######## ifetch24_flat ########
**ifetch24_flat: sequential cells grouped by signal name**

Bar = 20 µm. Other sequential cells in the stronger gray, the rest of the logic in the fainter gray.
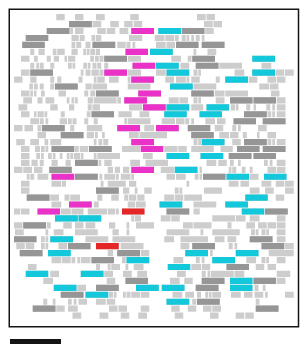

[config.mk]
export PLATFORM = sky130hd
export DESIGN_NAME = ifetch24_flat
export DESIGN_NICKNAME = d
export VERILOG_FILES = /design/src/rtl/isa24_pkg.sv /design/src/rtl/ifetch24_pkg.sv /design/src/rtl/ifetch24_if.sv /design/src/rtl/ifetch24_ifq2.sv /design/src/rtl/ifetch24.sv /design/src/flat_wrapper.sv
export SDC_FILE = /design/constraint.sdc
export NUM_CORES = 1
export LEC_CHECK = 0
export CORE_ASPECT_RATIO = 1.1
export CORE_UTILIZATION = 40
export CTS_CLUSTER_DIAMETER = 30
export DETAILED_ROUTE_END_ITERATION = 12
export GPL_TIMING_DRIVEN = 0
export SLEW_MARGIN = 30
export SYNTH_ARGS = -nofsm -noshare
export SYNTH_HDL_FRONTEND = slang
export SYNTH_HIERARCHICAL = 1
export SYNTH_SLANG_ARGS = --single-unit
[constraint.sdc]
create_clock -name clk -period 5.35 [get_ports clk]
set_input_delay 0.8025 -clock clk [delete_from_list [all_inputs] [get_ports clk]]
set_output_delay 0.8025 -clock clk [all_outputs]
set_load 0.05 [all_outputs]
[src/rtl/isa24_pkg.sv]
// ISA-wide constants for the 24-bit core, shared between fetch and decode.
package isa24_pkg;

    localparam int IW = 24;
    localparam int OP_MSB = 23;
    localparam int OP_LSB = 20;

    localparam logic [3:0] OP_HALT  = 4'h0;
    localparam logic [3:0] OP_ADD   = 4'h1;
    localparam logic [3:0] OP_MUL   = 4'h3;
    localparam logic [3:0] OP_LI    = 4'h4;
    localparam logic [3:0] OP_LOAD  = 4'h5;
    localparam logic [3:0] OP_STORE = 4'h6;
    localparam logic [3:0] OP_BEQ   = 4'h7;
    localparam logic [3:0] OP_JMP   = 4'h8;

    function automatic logic [3:0] opcode(input logic [IW-1:0] w);
        return w[OP_MSB:OP_LSB];
    endfunction

endpackage

[src/rtl/ifetch24_pkg.sv]
// Fetch-stage types: the RUN/HALTED state and the HALT decode helper.
package ifetch24_pkg;
    import isa24_pkg::*;

    typedef enum logic {
        ST_RUN    = 1'b0,
        ST_HALTED = 1'b1
    } fetch_state_e;

    function automatic logic is_halt(input logic [IW-1:0] w);
        return opcode(w) == OP_HALT;
    endfunction

endpackage

[src/rtl/ifetch24_if.sv]
// Fetch-stage bus: instruction-memory port, IR handshake to decode, redirect from execute.
// IR handshake: a word moves when ir_valid & ir_ready are both high on a rising edge;
// ir_valid never waits on ir_ready, and a transfer coinciding with redirect is void.
interface ifetch24_if #(parameter int PC_W = 16);
    import isa24_pkg::*;

    logic            imem_req;
    logic [PC_W-1:0] imem_addr;
    logic [IW-1:0]   imem_rdata;
    logic [IW-1:0]   ir;
    logic [PC_W-1:0] ir_pc;
    logic            ir_valid;
    logic            ir_ready;
    logic            redirect;
    logic [PC_W-1:0] redirect_pc;
    logic            halted;

    modport master (
        output imem_req, imem_addr, ir, ir_pc, ir_valid, halted,
        input  imem_rdata, ir_ready, redirect, redirect_pc
    );

    modport slave (
        input  imem_req, imem_addr, ir, ir_pc, ir_valid, halted,
        output imem_rdata, ir_ready, redirect, redirect_pc
    );

endinterface

[src/rtl/ifetch24_ifq2.sv]
// Two-entry FIFO whose head is a register, so ir/ir_pc come straight from flops.
module ifq2 #(
    parameter int W = 40
) (
    input  logic         clk,
    input  logic         rst_n,
    input  logic         push_i,
    input  logic [W-1:0] din_i,
    input  logic         pop_i,
    input  logic         flush_i,
    output logic [1:0]   count_o,
    output logic [W-1:0] head_o
);

    logic [W-1:0] e0_q, e1_q;
    logic [1:0]   cnt_q;

    always_ff @(posedge clk or negedge rst_n) begin
        if (!rst_n) begin
            e0_q  <= '0;
            e1_q  <= '0;
            cnt_q <= 2'd0;
        end else if (flush_i) begin
            cnt_q <= 2'd0;
        end else begin
            case ({push_i, pop_i})
                2'b10: begin
                    if (cnt_q == 2'd0) e0_q <= din_i;
                    else               e1_q <= din_i;
                    cnt_q <= cnt_q + 2'd1;
                end
                2'b01: begin
                    e0_q  <= e1_q;
                    cnt_q <= cnt_q - 2'd1;
                end
                2'b11: begin
                    // Count is unchanged; only the order of the entries moves.
                    if (cnt_q == 2'd2) begin
                        e0_q <= e1_q;
                        e1_q <= din_i;
                    end else begin
                        e0_q <= din_i;
                    end
                end
                default: ;
            endcase
        end
    end

    assign count_o = cnt_q;
    assign head_o  = e0_q;

endmodule

[src/rtl/ifetch24.sv]
// Instruction fetch: PC, one-deep request pipeline into a synchronous imem, 2-entry IR queue.
module ifetch24
    import isa24_pkg::*;
    import ifetch24_pkg::*;
#(
    parameter int              PC_W     = 16,
    parameter logic [PC_W-1:0] RESET_PC = '0
) (
    input  logic         clk,
    input  logic         rst_n,
    ifetch24_if.master   bus,
    output fetch_state_e state_o
);

    localparam int QW = IW + PC_W;

    fetch_state_e    state_q, state_d;
    logic [PC_W-1:0] pc_q, pc_d;
    logic [PC_W-1:0] tag_q, tag_d;
    logic            inflight_q, inflight_d;
    logic            squash_q, squash_d;

    logic [1:0]      count;
    logic [QW-1:0]   head;
    logic            run, pop, halt_xfer, issue, push, flush;
    logic [2:0]      occ;

    ifq2 #(.W(QW)) u_q (
        .clk     (clk),
        .rst_n   (rst_n),
        .push_i  (push),
        .din_i   ({bus.imem_rdata, tag_q}),
        .pop_i   (pop),
        .flush_i (flush),
        .count_o (count),
        .head_o  (head)
    );

    always_ff @(posedge clk or negedge rst_n) begin
        if (!rst_n) begin
            state_q    <= ST_RUN;
            pc_q       <= RESET_PC;
            tag_q      <= '0;
            inflight_q <= 1'b0;
            squash_q   <= 1'b0;
        end else begin
            state_q    <= state_d;
            pc_q       <= pc_d;
            tag_q      <= tag_d;
            inflight_q <= inflight_d;
            squash_q   <= squash_d;
        end
    end

    always_comb begin
        state_d    = state_q;
        pc_d       = pc_q;
        tag_d      = tag_q;
        inflight_d = 1'b0;
        squash_d   = 1'b0;
        run        = (state_q == ST_RUN);
        pop        = run & (count != 2'd0) & bus.ir_ready & ~bus.redirect;
        halt_xfer  = pop & is_halt(head[QW-1:PC_W]);
        // Credit counts queued plus in-flight words, minus the word leaving this cycle.
        occ        = {1'b0, count} + {2'b00, inflight_q} - {2'b00, pop};
        issue      = 1'b0;
        case (state_q)
            ST_RUN: begin
                if (bus.redirect) begin
                    pc_d     = bus.redirect_pc;
                    squash_d = inflight_q;
                end else if (halt_xfer) begin
                    state_d = ST_HALTED;
                end else if (rst_n && (occ < 3'd2)) begin
                    issue      = 1'b1;
                    pc_d       = pc_q + PC_W'(1);
                    tag_d      = pc_q;
                    inflight_d = 1'b1;
                end
            end
            default: ;
        endcase
        push  = inflight_q & ~squash_q;
        flush = ~run | bus.redirect | halt_xfer;
    end

    assign bus.imem_req  = issue;
    assign bus.imem_addr = pc_q;
    assign bus.ir        = head[QW-1:PC_W];
    assign bus.ir_pc     = head[PC_W-1:0];
    assign bus.ir_valid  = run & (count != 2'd0);
    assign bus.halted    = (state_q == ST_HALTED);
    assign state_o       = state_q;

endmodule
[src/flat_wrapper.sv]
// flat-port wrapper written by rule: the top's interface ports become plain ports
module ifetch24_flat import isa24_pkg::*; import ifetch24_pkg::*;
#(
    parameter int              PC_W     = 16,
    parameter logic [PC_W-1:0] RESET_PC = '0
)
  (clk, rst_n, state_o, bus_imem_req, bus_imem_addr, bus_ir, bus_ir_pc, bus_ir_valid, bus_halted, bus_imem_rdata, bus_ir_ready, bus_redirect, bus_redirect_pc);
  ifetch24_if #(.PC_W(PC_W)) bus_i ();
  input  logic clk;
  input  logic rst_n;
  output fetch_state_e state_o;
  output wire logic [$bits(bus_i.imem_req)-1:0] bus_imem_req;
  output wire logic [$bits(bus_i.imem_addr)-1:0] bus_imem_addr;
  output wire logic [$bits(bus_i.ir)-1:0] bus_ir;
  output wire logic [$bits(bus_i.ir_pc)-1:0] bus_ir_pc;
  output wire logic [$bits(bus_i.ir_valid)-1:0] bus_ir_valid;
  output wire logic [$bits(bus_i.halted)-1:0] bus_halted;
  input wire logic [$bits(bus_i.imem_rdata)-1:0] bus_imem_rdata;
  input wire logic [$bits(bus_i.ir_ready)-1:0] bus_ir_ready;
  input wire logic [$bits(bus_i.redirect)-1:0] bus_redirect;
  input wire logic [$bits(bus_i.redirect_pc)-1:0] bus_redirect_pc;
  assign bus_imem_req = bus_i.imem_req;
  assign bus_imem_addr = bus_i.imem_addr;
  assign bus_ir = bus_i.ir;
  assign bus_ir_pc = bus_i.ir_pc;
  assign bus_ir_valid = bus_i.ir_valid;
  assign bus_halted = bus_i.halted;
  assign bus_i.imem_rdata = bus_imem_rdata;
  assign bus_i.ir_ready = bus_ir_ready;
  assign bus_i.redirect = bus_redirect;
  assign bus_i.redirect_pc = bus_redirect_pc;
  ifetch24 #(.PC_W(PC_W), .RESET_PC(RESET_PC)) u_core (.clk(clk), .rst_n(rst_n), .bus(bus_i), .state_o(state_o));
endmodule
######## branch_predictor_btb ########
## src/rtl/branch_predictor_btb.sv

```systemverilog
`default_nettype none
// ----------------------------------------------------------------------------
// branch_predictor_btb : direct-mapped BTB with saturating direction counters,
//                        EX-stage mispredict/redirect and performance counters
// Revision: 1.0
// ----------------------------------------------------------------------------
module branch_predictor_btb #(
   parameter int ADDR_WIDTH = 32,
   parameter int ENTRIES    = 16,
   parameter int CTR_BITS   = 2,
   parameter int CNT_WIDTH  = 32
) (
   input  logic                  clk,
   input  logic                  rst_n,
   input  logic [ADDR_WIDTH-1:0] if_pc,
   output logic                  pred_taken,
   output logic [ADDR_WIDTH-1:0] pred_target,
   input  logic                  ex_valid,
   input  logic                  ex_branch,
   input  logic                  ex_jump,
   input  logic [ADDR_WIDTH-1:0] ex_pc,
   input  logic                  ex_taken,
   input  logic [ADDR_WIDTH-1:0] ex_target,
   input  logic                  ex_pred_taken,
   input  logic [ADDR_WIDTH-1:0] ex_pred_target,
   input  logic                  btb_clear,
   output logic                  mispredict,
   output logic [ADDR_WIDTH-1:0] redirect_pc,
   output logic                  flush,
   output logic [CNT_WIDTH-1:0]  branch_count,
   output logic [CNT_WIDTH-1:0]  mispredict_count
);

   localparam int IDX_BITS = $clog2(ENTRIES);
   localparam int TAG_W    = ADDR_WIDTH - IDX_BITS - 2;
   localparam logic [CTR_BITS-1:0]   CTR_WEAK = CTR_BITS'(1 << (CTR_BITS - 1));
   localparam logic [CTR_BITS-1:0]   CTR_MAX  = '1;
   localparam logic [CNT_WIDTH-1:0]  CNT_MAX  = '1;
   localparam logic [ADDR_WIDTH-1:0] PC_STEP  = ADDR_WIDTH'(4);

   logic                  valid_q  [ENTRIES];
   logic [TAG_W-1:0]      tag_q    [ENTRIES];
   logic [ADDR_WIDTH-1:0] target_q [ENTRIES];
   logic [CTR_BITS-1:0]   ctr_q    [ENTRIES];
   logic                  jump_q   [ENTRIES];

   logic [CNT_WIDTH-1:0]  bcnt_q, bcnt_d;
   logic [CNT_WIDTH-1:0]  mcnt_q, mcnt_d;

   // Fetch-side read port
   logic [IDX_BITS-1:0]   if_idx;
   logic [TAG_W-1:0]      if_tag;
   logic                  if_hit;

   assign if_idx      = if_pc[IDX_BITS+1:2];
   assign if_tag      = if_pc[ADDR_WIDTH-1:IDX_BITS+2];
   assign if_hit      = valid_q[if_idx] && (tag_q[if_idx] == if_tag);
   assign pred_taken  = if_hit && (jump_q[if_idx] || ctr_q[if_idx][CTR_BITS-1]);
   assign pred_target = pred_taken ? target_q[if_idx] : if_pc + PC_STEP;

   // Resolution
   logic res;
   assign res         = ex_valid && (ex_branch || ex_jump);
   assign mispredict  = res && ((ex_taken != ex_pred_taken) ||
                                (ex_taken && (ex_target != ex_pred_target)));
   assign flush       = mispredict;
   assign redirect_pc = ex_taken ? ex_target : ex_pc + PC_STEP;

   // Training-side read port
   logic [IDX_BITS-1:0]   ex_idx;
   logic [TAG_W-1:0]      ex_tag;
   logic                  ex_hit;
   logic [CTR_BITS-1:0]   ex_ctr;
   logic [CTR_BITS-1:0]   ctr_d;
   logic [ADDR_WIDTH-1:0] target_d;
   logic                  jump_d;
   logic                  wr_en;

   assign ex_idx = ex_pc[IDX_BITS+1:2];
   assign ex_tag = ex_pc[ADDR_WIDTH-1:IDX_BITS+2];
   assign ex_hit = valid_q[ex_idx] && (tag_q[ex_idx] == ex_tag);
   assign ex_ctr = ctr_q[ex_idx];
   assign wr_en  = res && !btb_clear && (ex_hit || ex_taken);

   always_comb begin
      ctr_d    = CTR_WEAK;
      target_d = target_q[ex_idx];
      jump_d   = jump_q[ex_idx];
      if (ex_hit) begin
         if (ex_taken)
            ctr_d = (ex_ctr == CTR_MAX) ? ex_ctr : ex_ctr + CTR_BITS'(1);
         else
            ctr_d = (ex_ctr == '0) ? ex_ctr : ex_ctr - CTR_BITS'(1);
      end
      if (ex_taken) begin
         target_d = ex_target;
         jump_d   = ex_jump;
      end
   end

   always_ff @(posedge clk or negedge rst_n) begin
      if (!rst_n) begin
         for (int i = 0; i < ENTRIES; i++) begin
            valid_q[i]  <= 1'b0;
            tag_q[i]    <= '0;
            target_q[i] <= '0;
            ctr_q[i]    <= '0;
            jump_q[i]   <= 1'b0;
         end
      end else if (btb_clear) begin
         for (int i = 0; i < ENTRIES; i++) begin
            valid_q[i] <= 1'b0;
         end
      end else if (wr_en) begin
         valid_q[ex_idx]  <= 1'b1;
         tag_q[ex_idx]    <= ex_tag;
         target_q[ex_idx] <= target_d;
         ctr_q[ex_idx]    <= ctr_d;
         jump_q[ex_idx]   <= jump_d;
      end
   end

   // Performance counters saturate and are unaffected by btb_clear
   assign bcnt_d = (res && (bcnt_q != CNT_MAX)) ? bcnt_q + CNT_WIDTH'(1) : bcnt_q;
   assign mcnt_d = (mispredict && (mcnt_q != CNT_MAX)) ? mcnt_q + CNT_WIDTH'(1) : mcnt_q;

   always_ff @(posedge clk or negedge rst_n) begin
      if (!rst_n) begin
         bcnt_q <= '0;
         mcnt_q <= '0;
      end else begin
         bcnt_q <= bcnt_d;
         mcnt_q <= mcnt_d;
      end
   end

   assign branch_count     = bcnt_q;
   assign mispredict_count = mcnt_q;

   logic unused_pc_lsbs;
   assign unused_pc_lsbs = ^{if_pc[1:0], ex_pc[1:0]};

endmodule
`default_nettype wire

```

## config.mk

```make
export PLATFORM = sky130hd
export DESIGN_NAME = branch_predictor_btb
export DESIGN_NICKNAME = d
export VERILOG_FILES = /design/src/rtl/branch_predictor_btb.sv
export SDC_FILE = /design/constraint.sdc
export NUM_CORES = 2
export LEC_CHECK = 0
export CELL_PAD_IN_SITES_DETAIL_PLACEMENT = 1
export CELL_PAD_IN_SITES_GLOBAL_PLACEMENT = 1
export CORE_MARGIN = 1
export CORE_UTILIZATION = 48
export DETAILED_ROUTE_END_ITERATION = 10
export PLACE_DENSITY_LB_ADDON = 0.1
export SLEW_MARGIN = 20
export SYNTH_ARGS = -nofsm -noshare
export SYNTH_HDL_FRONTEND = slang
export SYNTH_SLANG_ARGS = --single-unit
```

## constraint.sdc

```tcl
create_clock -name clk -period 11.1 [get_ports clk]
set_clock_uncertainty 0.05 [all_clocks]
set_input_delay 3.33 -clock clk [delete_from_list [all_inputs] [get_ports clk]]
set_output_delay 3.33 -clock clk [all_outputs]
set_load 0.01 [all_outputs]
```

######## jtdd2_subcom ########
--- src/rtl/jtdd2_pkg.sv ---
// Shared types for the Double Dragon 2 main/sub CPU link.
// Halt FSM states, control-register bits and status-byte layout.
package jtdd2_pkg;

  typedef enum logic [1:0] {
    RUN    = 2'd0,
    HREQ   = 2'd1,
    HALTED = 2'd2,
    RESUME = 2'd3
  } halt_st_t;

  localparam int CTL_HALT  = 0;
  localparam int CTL_NMI   = 1;
  localparam int CTL_CLRTO = 2;

  localparam int ST_IRQ    = 0;
  localparam int ST_NMI    = 1;
  localparam int ST_HALTED = 2;
  localparam int ST_WAITTO = 3;

  typedef struct packed {
    logic wait_to;
    logic halted;
    logic nmi_busy;
    logic irq;
  } status_t;

  function automatic logic [7:0] status_byte(status_t s);
    return {4'b0, s};
  endfunction

endpackage

--- src/rtl/jtdd2_subcom_halt.sv ---
// Sub CPU halt handshake: request, wait for an idle sub bus,
// acknowledge, then a one-cycle settle on release.
module jtdd2_subcom_halt
  import jtdd2_pkg::*;
#(
  parameter int HALT_DLY = 4
) (
  input  logic clk,
  input  logic rst,
  input  logic cen4,
  input  logic halt_req,
  input  logic mcu_ban,
  output logic mcu_halt,
  output logic halted
);

  localparam int HW = $clog2(HALT_DLY + 1);
  localparam logic [HW-1:0] LAST = HW'(HALT_DLY - 1);

  halt_st_t        st;
  logic [HW-1:0]   idle;

  always_ff @(posedge clk or posedge rst) begin
    if (rst) begin
      st       <= RUN;
      idle     <= '0;
      mcu_halt <= 1'b0;
      halted   <= 1'b0;
    end else begin
      unique case (st)
        RUN: begin
          if (halt_req) begin
            st       <= HREQ;
            mcu_halt <= 1'b1;
            idle     <= '0;
          end
        end
        HREQ: begin
          if (!halt_req) begin
            st       <= RUN;
            mcu_halt <= 1'b0;
          end else if (mcu_ban) begin
            idle <= '0;
          end else if (cen4) begin
            // Nth consecutive idle tick grants the halt
            if (idle == LAST) begin
              st     <= HALTED;
              halted <= 1'b1;
              idle   <= '0;
            end else begin
              idle <= idle + 1'b1;
            end
          end
        end
        HALTED: begin
          if (!halt_req) begin
            st       <= RESUME;
            mcu_halt <= 1'b0;
            halted   <= 1'b0;
          end
        end
        RESUME: begin
          st <= RUN;
        end
        default: begin
          st       <= RUN;
          mcu_halt <= 1'b0;
          halted   <= 1'b0;
        end
      endcase
    end
  end

endmodule

--- src/rtl/jtdd2_subcom.sv ---
// Main-CPU side of the DD2 sub-CPU link: control decode, NMI
// stretcher, IRQ latch and shared-RAM stall arbitration.
module jtdd2_subcom
  import jtdd2_pkg::*;
#(
  parameter int NMI_LEN  = 8,
  parameter int HALT_DLY = 4,
  parameter int WAIT_MAX = 64
) (
  input  logic       clk,
  input  logic       rst,
  input  logic       cen4,
  input  logic       main_wrn,
  input  logic [7:0] main_dout,
  input  logic       ctl_cs,
  input  logic       ack_cs,
  input  logic       com_cs_in,
  output logic       com_cs,
  output logic       main_wait,
  input  logic       mcu_ban,
  input  logic       mcu_irqmain,
  output logic       mcu_nmi_set,
  output logic       mcu_halt,
  output logic       main_irq,
  output logic [7:0] ctl_dout
);

  localparam int WW = $clog2(WAIT_MAX + 1);
  localparam logic [WW-1:0] WLAST = WW'(WAIT_MAX - 1);

  logic          ctl_wr;
  logic          wr_l;
  logic          ctl_we;
  logic [1:0]    ctl;
  logic          halt_req;
  logic          nmi_trig;
  logic [7:0]    nmi_cnt;
  logic          irq_l;
  logic          irq_rise;
  logic          ack_wr;
  logic [WW-1:0] wcnt;
  logic          timeout;
  logic          wait_to;
  logic          to_hit;
  logic          to_clr;
  logic          halted;
  status_t       sts;
  logic          unused_dout;

  assign unused_dout = ^main_dout[7:3];

  // A long write strobe must act only once
  assign ctl_wr   = ctl_cs & ~main_wrn;
  assign ctl_we   = ctl_wr & ~wr_l;
  assign halt_req = ctl_we ? main_dout[CTL_HALT]
                           : ctl[CTL_HALT];

  always_ff @(posedge clk or posedge rst) begin
    if (rst) begin
      wr_l <= 1'b0;
      ctl  <= 2'b0;
    end else begin
      wr_l <= ctl_wr;
      if (ctl_we) ctl <= main_dout[1:0];
    end
  end

  assign nmi_trig = ctl_we & main_dout[CTL_NMI]
                  & ~ctl[CTL_NMI] & ~mcu_nmi_set;
  assign mcu_nmi_set = |nmi_cnt;

  always_ff @(posedge clk or posedge rst) begin
    if (rst) begin
      nmi_cnt <= 8'd0;
    end else if (nmi_trig) begin
      nmi_cnt <= 8'(NMI_LEN);
    end else if (cen4 && mcu_nmi_set) begin
      nmi_cnt <= nmi_cnt - 8'd1;
    end
  end

  assign irq_rise = mcu_irqmain & ~irq_l;
  assign ack_wr   = ack_cs & ~main_wrn;

  always_ff @(posedge clk or posedge rst) begin
    if (rst) begin
      irq_l    <= 1'b0;
      main_irq <= 1'b0;
    end else begin
      irq_l <= mcu_irqmain;
      if (irq_rise)    main_irq <= 1'b1;
      else if (ack_wr) main_irq <= 1'b0;
    end
  end

  jtdd2_subcom_halt #(
    .HALT_DLY (HALT_DLY)
  ) u_halt (
    .clk      (clk),
    .rst      (rst),
    .cen4     (cen4),
    .halt_req (halt_req),
    .mcu_ban  (mcu_ban),
    .mcu_halt (mcu_halt),
    .halted   (halted)
  );

  // Deadlock guard: give the main CPU the bus after WAIT_MAX cycles
  assign to_hit = com_cs_in & mcu_ban & ~timeout
                & (wcnt == WLAST);
  assign to_clr = ctl_we & main_dout[CTL_CLRTO];

  always_ff @(posedge clk or posedge rst) begin
    if (rst) begin
      wcnt    <= '0;
      timeout <= 1'b0;
      wait_to <= 1'b0;
    end else begin
      if (!com_cs_in) begin
        wcnt    <= '0;
        timeout <= 1'b0;
      end else if (mcu_ban && !timeout) begin
        wcnt <= wcnt + 1'b1;
        if (wcnt == WLAST) timeout <= 1'b1;
      end
      if (to_hit)      wait_to <= 1'b1;
      else if (to_clr) wait_to <= 1'b0;
    end
  end

  assign main_wait = ~rst & com_cs_in & mcu_ban
                   & ~halted & ~timeout;
  assign com_cs    = ~rst & com_cs_in & ~main_wait;

  assign sts      = {wait_to, halted, mcu_nmi_set, main_irq};
  assign ctl_dout = status_byte(sts);

endmodule
--- config.mk ---
export PLATFORM = sky130hd
export DESIGN_NAME = jtdd2_subcom
export DESIGN_NICKNAME = d
export VERILOG_FILES = /design/src/rtl/jtdd2_pkg.sv /design/src/rtl/jtdd2_subcom_halt.sv /design/src/rtl/jtdd2_subcom.sv
export SDC_FILE = /design/constraint.sdc
export NUM_CORES = 1
export LEC_CHECK = 0
export CAP_MARGIN = 20
export CELL_PAD_IN_SITES_DETAIL_PLACEMENT = 2
export CELL_PAD_IN_SITES_GLOBAL_PLACEMENT = 2
export CORE_MARGIN = 4
export CORE_UTILIZATION = 33
export DETAILED_ROUTE_END_ITERATION = 6
export PLACE_DENSITY_LB_ADDON = 0.1
export SETUP_SLACK_MARGIN = 0.1
export SLEW_MARGIN = 20
export SYNTH_ARGS = -nofsm -noshare
export SYNTH_HDL_FRONTEND = slang
export SYNTH_HIERARCHICAL = 1
export SYNTH_SLANG_ARGS = --single-unit
--- constraint.sdc ---
create_clock -name clk -period 2.45 [get_ports clk]
set_clock_uncertainty 0.05 [all_clocks]
set_input_delay 0.3675 -clock clk [delete_from_list [all_inputs] [get_ports clk]]
set_output_delay 0.3675 -clock clk [all_outputs]
set_load 0.005 [all_outputs]
######## xbus_arbiter_flat ########
File: config.mk
export PLATFORM = sky130hd
export DESIGN_NAME = xbus_arbiter_flat
export DESIGN_NICKNAME = d
export VERILOG_FILES = /design/src/rtl/xbus_arbiter_pkg.sv /design/src/rtl/xbus_arbiter_if.sv /design/src/rtl/xarb_rr.sv /design/src/rtl/xbus_arbiter.sv /design/src/flat_wrapper.sv
export SDC_FILE = /design/constraint.sdc
export NUM_CORES = 1
export LEC_CHECK = 0
export CAP_MARGIN = 20
export CORE_MARGIN = 5
export CORE_UTILIZATION = 39
export DETAILED_ROUTE_END_ITERATION = 10
export GPL_ROUTABILITY_DRIVEN = 0
export PLACE_DENSITY_LB_ADDON = 0.12
export RECOVER_POWER = 100
export SLEW_MARGIN = 20
export SYNTH_ARGS = -nofsm -noshare
export SYNTH_HDL_FRONTEND = slang
export SYNTH_SLANG_ARGS = --single-unit
File: constraint.sdc
create_clock -name clk -period 1.6 [get_ports clk]
set_input_delay 0.16 -clock clk [delete_from_list [all_inputs] [get_ports clk]]
set_output_delay 0.16 -clock clk [all_outputs]
set_load 0.1 [all_outputs]
File: src/rtl/xbus_arbiter_pkg.sv
// Shared definitions for the two-master system bus arbiter: state encodings,
// master indices and the lock counter width helper.
package xbus_arbiter_pkg;

    localparam int ADDR_W_DEF   = 32;
    localparam int DATA_W_DEF   = 32;
    localparam int MAX_LOCK_DEF = 4;

    localparam logic M0 = 1'b0;
    localparam logic M1 = 1'b1;

    typedef enum logic [1:0] {
        ARB_IDLE  = 2'd0,
        ARB_ISSUE = 2'd1,
        ARB_RESP  = 2'd2
    } arb_state_e;

    function automatic int arb_lock_w(input int max_lock);
        return $clog2(max_lock + 1);
    endfunction

endpackage

File: src/rtl/xbus_arbiter_if.sv
// Per-master request/response port of the bus arbiter. The master modport
// drives the request side, the slave modport (the arbiter) drives the response.
interface xbus_arbiter_if
    import xbus_arbiter_pkg::*;
#(
    parameter int ADDR_W = ADDR_W_DEF,
    parameter int DATA_W = DATA_W_DEF
);
    logic              req;
    logic [ADDR_W-1:0] addr;
    logic              we;
    logic [DATA_W-1:0] wdata;
    logic              lock;
    logic              ack;
    logic [DATA_W-1:0] rdata;
    logic              err;

    modport master (output req, addr, we, wdata, lock, input ack, rdata, err);
    modport slave  (input req, addr, we, wdata, lock, output ack, rdata, err);
endinterface

File: src/rtl/xarb_rr.sv
// Two-way round-robin picker: one-hot grant for the request vector, with prio
// breaking the tie when both masters request.
module xarb_rr
    import xbus_arbiter_pkg::*;
(
    input  logic [1:0] req,
    input  logic       prio,
    output logic [1:0] grant
);

    always_comb begin
        grant = 2'b00;
        case (req)
            2'b01:   grant = 2'b01;
            2'b10:   grant = 2'b10;
            2'b11:   grant = (prio == M1) ? 2'b10 : 2'b01;
            default: grant = 2'b00;
        endcase
    end

endmodule

File: src/rtl/xbus_arbiter.sv
// Shares the system bus between two masters: round-robin grant with a bounded
// lock, one registered select cycle per transfer and a one-cycle ack.
module xbus_arbiter
    import xbus_arbiter_pkg::*;
#(
    parameter int ADDR_W   = ADDR_W_DEF,
    parameter int DATA_W   = DATA_W_DEF,
    parameter int MAX_LOCK = MAX_LOCK_DEF
)(
    input  logic              clk,
    input  logic              rst,
    xbus_arbiter_if.slave     m0,
    xbus_arbiter_if.slave     m1,
    output logic [ADDR_W-1:0] addr,
    output logic              sel,
    output logic              we,
    output logic [DATA_W-1:0] data_to_wr,
    input  logic [DATA_W-1:0] data_to_rd,
    input  logic              trap_sel
);

    localparam int                LOCK_W   = arb_lock_w(MAX_LOCK);
    localparam logic [LOCK_W-1:0] LOCK_MAX = LOCK_W'(MAX_LOCK);

    arb_state_e        state, state_next;
    logic              gnt, gnt_next;
    logic              prio, prio_next;
    logic              lock_own, lock_own_next;
    logic [LOCK_W-1:0] lock_cnt, lock_cnt_next;
    logic [ADDR_W-1:0] addr_next;
    logic              we_next, sel_next;
    logic [DATA_W-1:0] wdata_next, resp_data;
    logic              ack0_next, ack1_next, err0_next, err1_next;
    logic [DATA_W-1:0] rdata0_next, rdata1_next;

    logic [1:0] req_vec, rr_grant;
    logic       lock_hit, rr_prio, winner;

    assign req_vec  = {m1.req, m0.req};
    assign lock_hit = lock_own && req_vec[gnt] && (lock_cnt < LOCK_MAX);
    // An exhausted lock hands the tie-break to the other master, since prio was
    // left pointing at the lock owner throughout the locked run.
    assign rr_prio  = (lock_own && (lock_cnt >= LOCK_MAX)) ? ~gnt : prio;
    assign winner   = lock_hit ? gnt : (rr_grant == 2'b10);
    assign resp_data = (trap_sel || we) ? '0 : data_to_rd;

    xarb_rr u_rr (
        .req   (req_vec),
        .prio  (rr_prio),
        .grant (rr_grant)
    );

    always_ff @(posedge clk) begin
        if (rst) begin
            state      <= ARB_IDLE;
            gnt        <= M0;
            prio       <= M0;
            lock_own   <= 1'b0;
            lock_cnt   <= '0;
            addr       <= '0;
            we         <= 1'b0;
            data_to_wr <= '0;
            sel        <= 1'b0;
            m0.ack     <= 1'b0;
            m0.err     <= 1'b0;
            m0.rdata   <= '0;
            m1.ack     <= 1'b0;
            m1.err     <= 1'b0;
            m1.rdata   <= '0;
        end else begin
            state      <= state_next;
            gnt        <= gnt_next;
            prio       <= prio_next;
            lock_own   <= lock_own_next;
            lock_cnt   <= lock_cnt_next;
            addr       <= addr_next;
            we         <= we_next;
            data_to_wr <= wdata_next;
            sel        <= sel_next;
            m0.ack     <= ack0_next;
            m0.err     <= err0_next;
            m0.rdata   <= rdata0_next;
            m1.ack     <= ack1_next;
            m1.err     <= err1_next;
            m1.rdata   <= rdata1_next;
        end
    end

    always_comb begin
        state_next    = state;
        gnt_next      = gnt;
        prio_next     = prio;
        lock_own_next = lock_own;
        lock_cnt_next = lock_cnt;
        addr_next     = addr;
        we_next       = we;
        wdata_next    = data_to_wr;
        sel_next      = 1'b0;
        ack0_next     = 1'b0;
        ack1_next     = 1'b0;
        err0_next     = 1'b0;
        err1_next     = 1'b0;
        rdata0_next   = '0;
        rdata1_next   = '0;

        case (state)
            ARB_IDLE: begin
                if (|req_vec) begin
                    state_next    = ARB_ISSUE;
                    sel_next      = 1'b1;
                    gnt_next      = winner;
                    lock_own_next = winner ? m1.lock  : m0.lock;
                    addr_next     = winner ? m1.addr  : m0.addr;
                    we_next       = winner ? m1.we    : m0.we;
                    wdata_next    = winner ? m1.wdata : m0.wdata;
                    if (lock_hit) begin
                        if (req_vec[~gnt])
                            lock_cnt_next = lock_cnt + LOCK_W'(1);
                    end else begin
                        lock_cnt_next = '0;
                    end
                end
            end
            ARB_ISSUE: begin
                state_next = ARB_RESP;
                if (gnt == M1) begin
                    ack1_next   = 1'b1;
                    err1_next   = trap_sel;
                    rdata1_next = resp_data;
                end else begin
                    ack0_next   = 1'b1;
                    err0_next   = trap_sel;
                    rdata0_next = resp_data;
                end
            end
            ARB_RESP: begin
                state_next = ARB_IDLE;
                if (!lock_own)
                    prio_next = ~gnt;
            end
            default: state_next = ARB_IDLE;
        endcase
    end

endmodule

File: src/flat_wrapper.sv
// flat-port wrapper written by rule: the top's interface ports become plain ports
module xbus_arbiter_flat import xbus_arbiter_pkg::*;
#(
    parameter int ADDR_W   = ADDR_W_DEF,
    parameter int DATA_W   = DATA_W_DEF,
    parameter int MAX_LOCK = MAX_LOCK_DEF
)
  (clk, rst, addr, sel, we, data_to_wr, data_to_rd, trap_sel, m0_req, m0_addr, m0_we, m0_wdata, m0_lock, m0_ack, m0_rdata, m0_err, m1_req, m1_addr, m1_we, m1_wdata, m1_lock, m1_ack, m1_rdata, m1_err);
  xbus_arbiter_if #(.ADDR_W(ADDR_W), .DATA_W(DATA_W)) m0_i ();
  xbus_arbiter_if #(.ADDR_W(ADDR_W), .DATA_W(DATA_W)) m1_i ();
  input  logic clk;
  input  logic rst;
  output logic [ADDR_W-1:0] addr;
  output logic sel;
  output logic we;
  output logic [DATA_W-1:0] data_to_wr;
  input  logic [DATA_W-1:0] data_to_rd;
  input  logic trap_sel;
  input wire logic [$bits(m0_i.req)-1:0] m0_req;
  input wire logic [$bits(m0_i.addr)-1:0] m0_addr;
  input wire logic [$bits(m0_i.we)-1:0] m0_we;
  input wire logic [$bits(m0_i.wdata)-1:0] m0_wdata;
  input wire logic [$bits(m0_i.lock)-1:0] m0_lock;
  output wire logic [$bits(m0_i.ack)-1:0] m0_ack;
  output wire logic [$bits(m0_i.rdata)-1:0] m0_rdata;
  output wire logic [$bits(m0_i.err)-1:0] m0_err;
  input wire logic [$bits(m1_i.req)-1:0] m1_req;
  input wire logic [$bits(m1_i.addr)-1:0] m1_addr;
  input wire logic [$bits(m1_i.we)-1:0] m1_we;
  input wire logic [$bits(m1_i.wdata)-1:0] m1_wdata;
  input wire logic [$bits(m1_i.lock)-1:0] m1_lock;
  output wire logic [$bits(m1_i.ack)-1:0] m1_ack;
  output wire logic [$bits(m1_i.rdata)-1:0] m1_rdata;
  output wire logic [$bits(m1_i.err)-1:0] m1_err;
  assign m0_i.req = m0_req;
  assign m0_i.addr = m0_addr;
  assign m0_i.we = m0_we;
  assign m0_i.wdata = m0_wdata;
  assign m0_i.lock = m0_lock;
  assign m0_ack = m0_i.ack;
  assign m0_rdata = m0_i.rdata;
  assign m0_err = m0_i.err;
  assign m1_i.req = m1_req;
  assign m1_i.addr = m1_addr;
  assign m1_i.we = m1_we;
  assign m1_i.wdata = m1_wdata;
  assign m1_i.lock = m1_lock;
  assign m1_ack = m1_i.ack;
  assign m1_rdata = m1_i.rdata;
  assign m1_err = m1_i.err;
  xbus_arbiter #(.ADDR_W(ADDR_W), .DATA_W(DATA_W), .MAX_LOCK(MAX_LOCK)) u_core (.clk(clk), .rst(rst), .m0(m0_i), .m1(m1_i), .addr(addr), .sel(sel), .we(we), .data_to_wr(data_to_wr), .data_to_rd(data_to_rd), .trap_sel(trap_sel));
endmodule
**ifetch24_flat: logic cells by family**

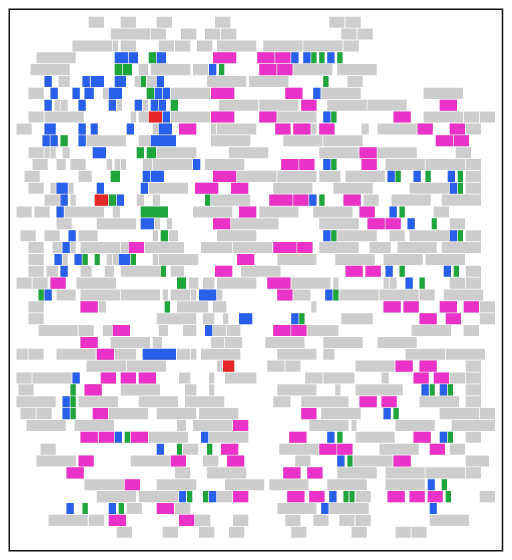
| color | family | cells |
|---|---|---|
| magenta | multiplexers | 96 |
| green | NAND gates | 62 |
| blue | inverting AOI/OAI gates | 93 |
| red | AND-OR and OR-AND gates | 3 |

## Picture notes: 'sequential cells grouped by signal name' of ifetch24_flat
| color | netlist name | placed flops |
|---|---|---|
| cyan | u_core/u_q/e1_q | 40 |
| magenta | u_core/tag_q | 16 |
| red | u_core/u_q/count_o | 2 |
flop share of the area: 40.3%
Seq power: 1.58 mW
register area: 2930 µm²

==> impl_metrics.tcl, ifetch24_flat <==
# collected from the flow reports
set metrics [dict create \
    status "finished, final reports clean" \
    synth.cellmix.simpleShare_pct 9.16 \
    seq_cells 117 \
    cp_slowest_stage_delay_ns 0.44 \
    hold_class "in -> async" \
    ys_sh_adder_pct 0.834 \
    maxCapViolCount 0 \
    cp_num_cells 12 \
    dp.cells 719 \
    power_switching_mw 1.88 \
    place_congestion 0.830 \
    ys_cells 455 \
    fmax_mhz 206 \
    final_common_cell "dfrtp_1" \
    ff2ff_setup_slack_ns 2.00 \
    internal_power_mw 2.78 \
    final_util_pct 55.2 \
    comb_share_pct 30.3 \
    critical-path-top-delay-family "simple AND/OR/NAND/NOR gates" \
    relSlewSlack_pct 62.5 \
    setup_viol 0 \
    synthTopCellsByCount "117 x dfrtp_1, 49 x nand2_1, 46 x mux2_2, 42 x mux2i_1, 40 x o21ai_1" \
    antenna_left 0 \
    n_clock_buffer 24 \
]
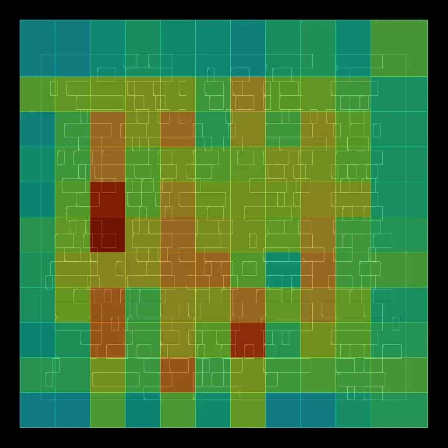
**Above:** jtdd2_subcom (congestion heat map).
Routed wire per std cell: 15.5 µm
gr usage total: 14.6%
GR Util met1: 16.4%

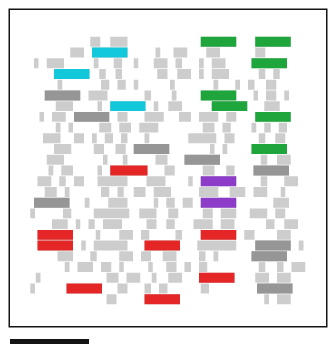
**Above:** jtdd2_subcom (sequential cells grouped by signal name).
Bar = 20 µm. Other sequential cells in the stronger gray, the rest of the logic in the fainter gray.
| color | netlist name | placed flops |
|---|---|---|
| purple | ctl | 2 |
| red | nmi_cnt | 8 |
| cyan | u_halt/idle | 3 |
| green | wcnt | 7 |
flop share of the area: 33.7%
final core occ: 44.2%
Seq power: 0.763 mW

==> impl_metrics.tcl, jtdd2_subcom <==
# collected from the flow reports
set metrics [dict create \
    status "finished, final reports clean" \
    via_per_inst 4.96 \
    fp_util_pct 35.2 \
    numSynthFlops 29 \
    setup_tns_ns 0 \
    xor_share_pct 1.02 \
    cts_hold_buf 0 \
    dr_wl_met2_um 2320 \
    seq_cells 29 \
    grt_max_degree 23 \
    post-cts-setup-buffers 1 \
    cp-endpoint "mcu_nmi_set" \
    reg_top3 "nmi_cnt x8, wcnt x7, u_halt/idle x3" \
    floorplan.rows 25 \
    yosysSeqAreaShare_pct 42.2 \
    pg_comb_mw 0.864 \
    synthMuxAreaShare_pct 4.44 \
    p_leak_nw 0.941 \
]
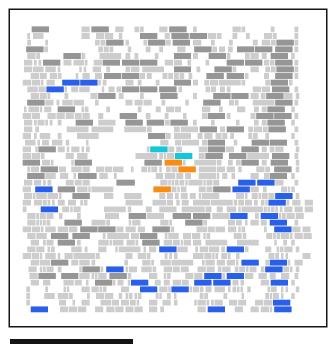
**Above:** xbus_arbiter_flat (sequential cells grouped by signal name).
Bar = 50 µm. Other sequential cells in the stronger gray, the rest of the logic in the fainter gray.
| color | netlist name | placed flops |
|---|---|---|
| cyan | u_core.state | 2 |
| blue | u_core.addr | 32 |
| orange | u_core.lock_cnt | 3 |
not colored: 105
final core occ: 63.8%
Seq power: 3.91 mW
register area: 2850 µm²
flop share of the area: 32.2%

==> impl_metrics.tcl, xbus_arbiter_flat <==
# collected from the flow reports
set metrics [dict create \
    grt_max_degree 74 \
    p_clk_share_pct 32.7 \
    synth.cellmix.simpleShare_pct 18.7 \
    status "finished, final reports clean" \
    grt_pass1_vias 5437 \
    highest_layer "met4" \
    comb_share_pct 27.2 \
    power_mw 11.2 \
    n_clock_buffer 17 \
    power_switching_mw 4.38 \
    post-dp-hpwl_um 14400 \
    largest_class "registers" \
    slew_viol_final 0 \
    setup_tns_ns 0 \
    synth_top_cell_by_count "dfxtp_1" \
    worstReg2RegEnd "u_core.data_to_wr[16]" \
    dieArea_um2 16600 \
    wl_per_cell_um 19.0 \
    reg2reg_depth 5 \
    final_cell_mix "167 x clkdlybuf4s50_1, 139 x dfxtp_1, 133 x clkbuf_2, 73 x nor2_1, 70 x nand2_1" \
]
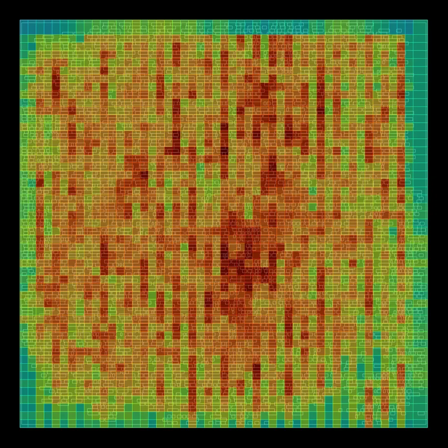
**Above:** branch_predictor_btb (congestion heat map).
GR Util met1: 46.5%
gr usage total: 33.1%
final core occ: 55.7%
Routed wire per std cell: 34.0 µm
met3 GRT Util: 6.52%

==> impl_metrics.tcl, branch_predictor_btb <==
# collected from the flow reports
set metrics [dict create \
    wl_met1_um 83400 \
    synth.distinct_cells 66 \
    cts-root-buf "clkbuf_16" \
    use_met2_pct 50.5 \
    core_um2 120000 \
    critPathBufInv 3 \
    clkTransAtPathRegs_ns 0.06 \
    p_clk_share_pct 40.3 \
    setup_viol 0 \
    hold_depth 1 \
    period_used_pct 97.3 \
    die_h_um 351 \
    fp_util_pct 48.5 \
    synthTopCellsByCount "1056 x dfrtp_1, 800 x mux2_2, 540 x mux4_2, 235 x mux2_1, 154 x clkbuf_1" \
    comb_share_pct 44.8 \
    status "finished, final reports clean" \
    worst_path_max_delay_cell "clkdlybuf4s50_1" \
    cts_hold_buf 0 \
    setup_tns_ns 0 \
    post-dp-hpwl_um 126000 \
    gr-max-usage-layer "met2" \
    crit_top_cell "mux4_2" \
    p_sw_share_pct 26.9 \
    edf_count 0 \
]


==> notes/layouts.md <==
Pictures saved along the way, in no particular order.

Wiring by layer.
Only two layers are drawn.
Plate I
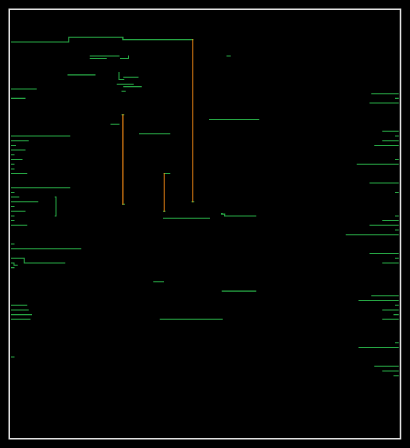
Plate II
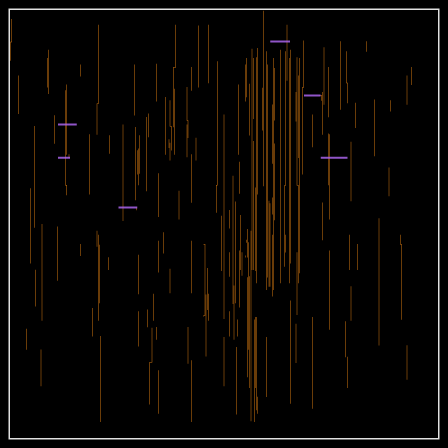
Plate III
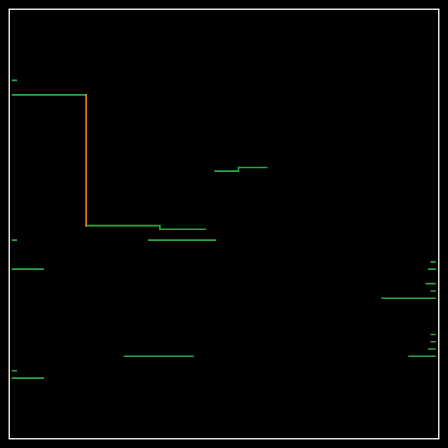
Plate IV
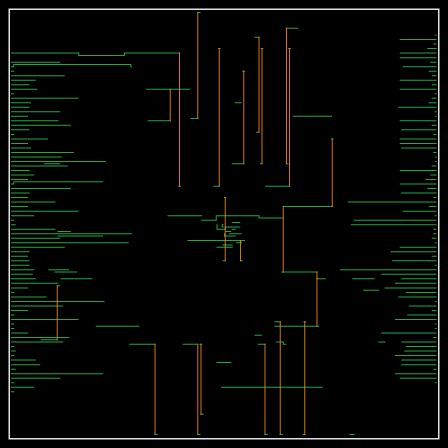
Plate II comes from branch_predictor_btb.
Plate III comes from jtdd2_subcom.
Plate IV comes from xbus_arbiter_flat.
Plate I comes from ifetch24_flat.

Key to Plate II:
| color | layer | wire length |
|---|---|---|
| purple | met5 | 82.8 µm |
| orange | met4 | 8670 µm |


==> notes/layouts.md <==
Pictures saved along the way, in no particular order.

Logic cells by family.
shot_01.png
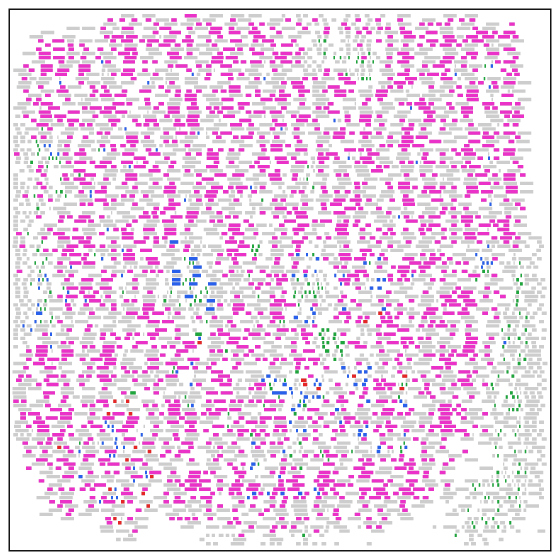
shot_02.png
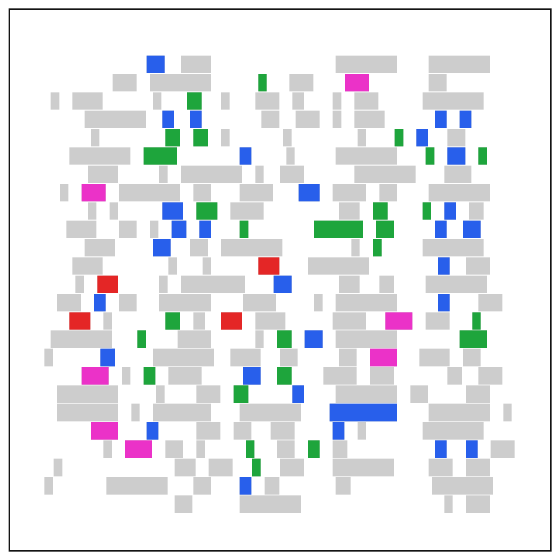
shot_03.png
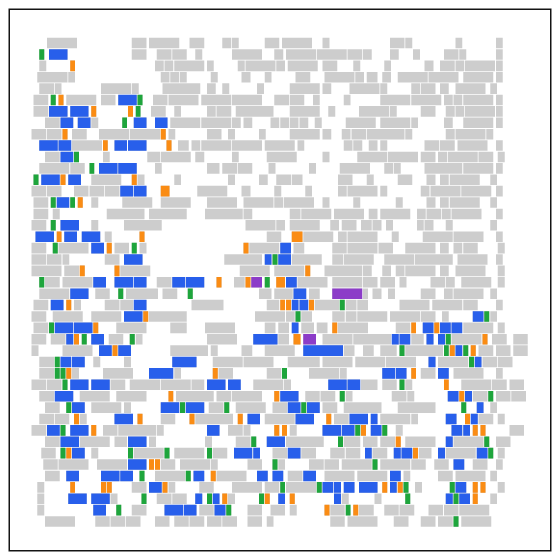
jtdd2_subcom -> shot_02.png
xbus_arbiter_flat -> shot_03.png
branch_predictor_btb -> shot_01.png
Of these, fewest cells: shot_02.png
Of these, most cells: shot_01.png

Key to shot_02.png:
| color | family | cells |
|---|---|---|
| magenta | multiplexers | 7 |
| green | NAND gates | 26 |
| blue | inverting AOI/OAI gates | 30 |
| red | AND-OR and OR-AND gates | 4 |

Power and IR drop assume default switching activity.
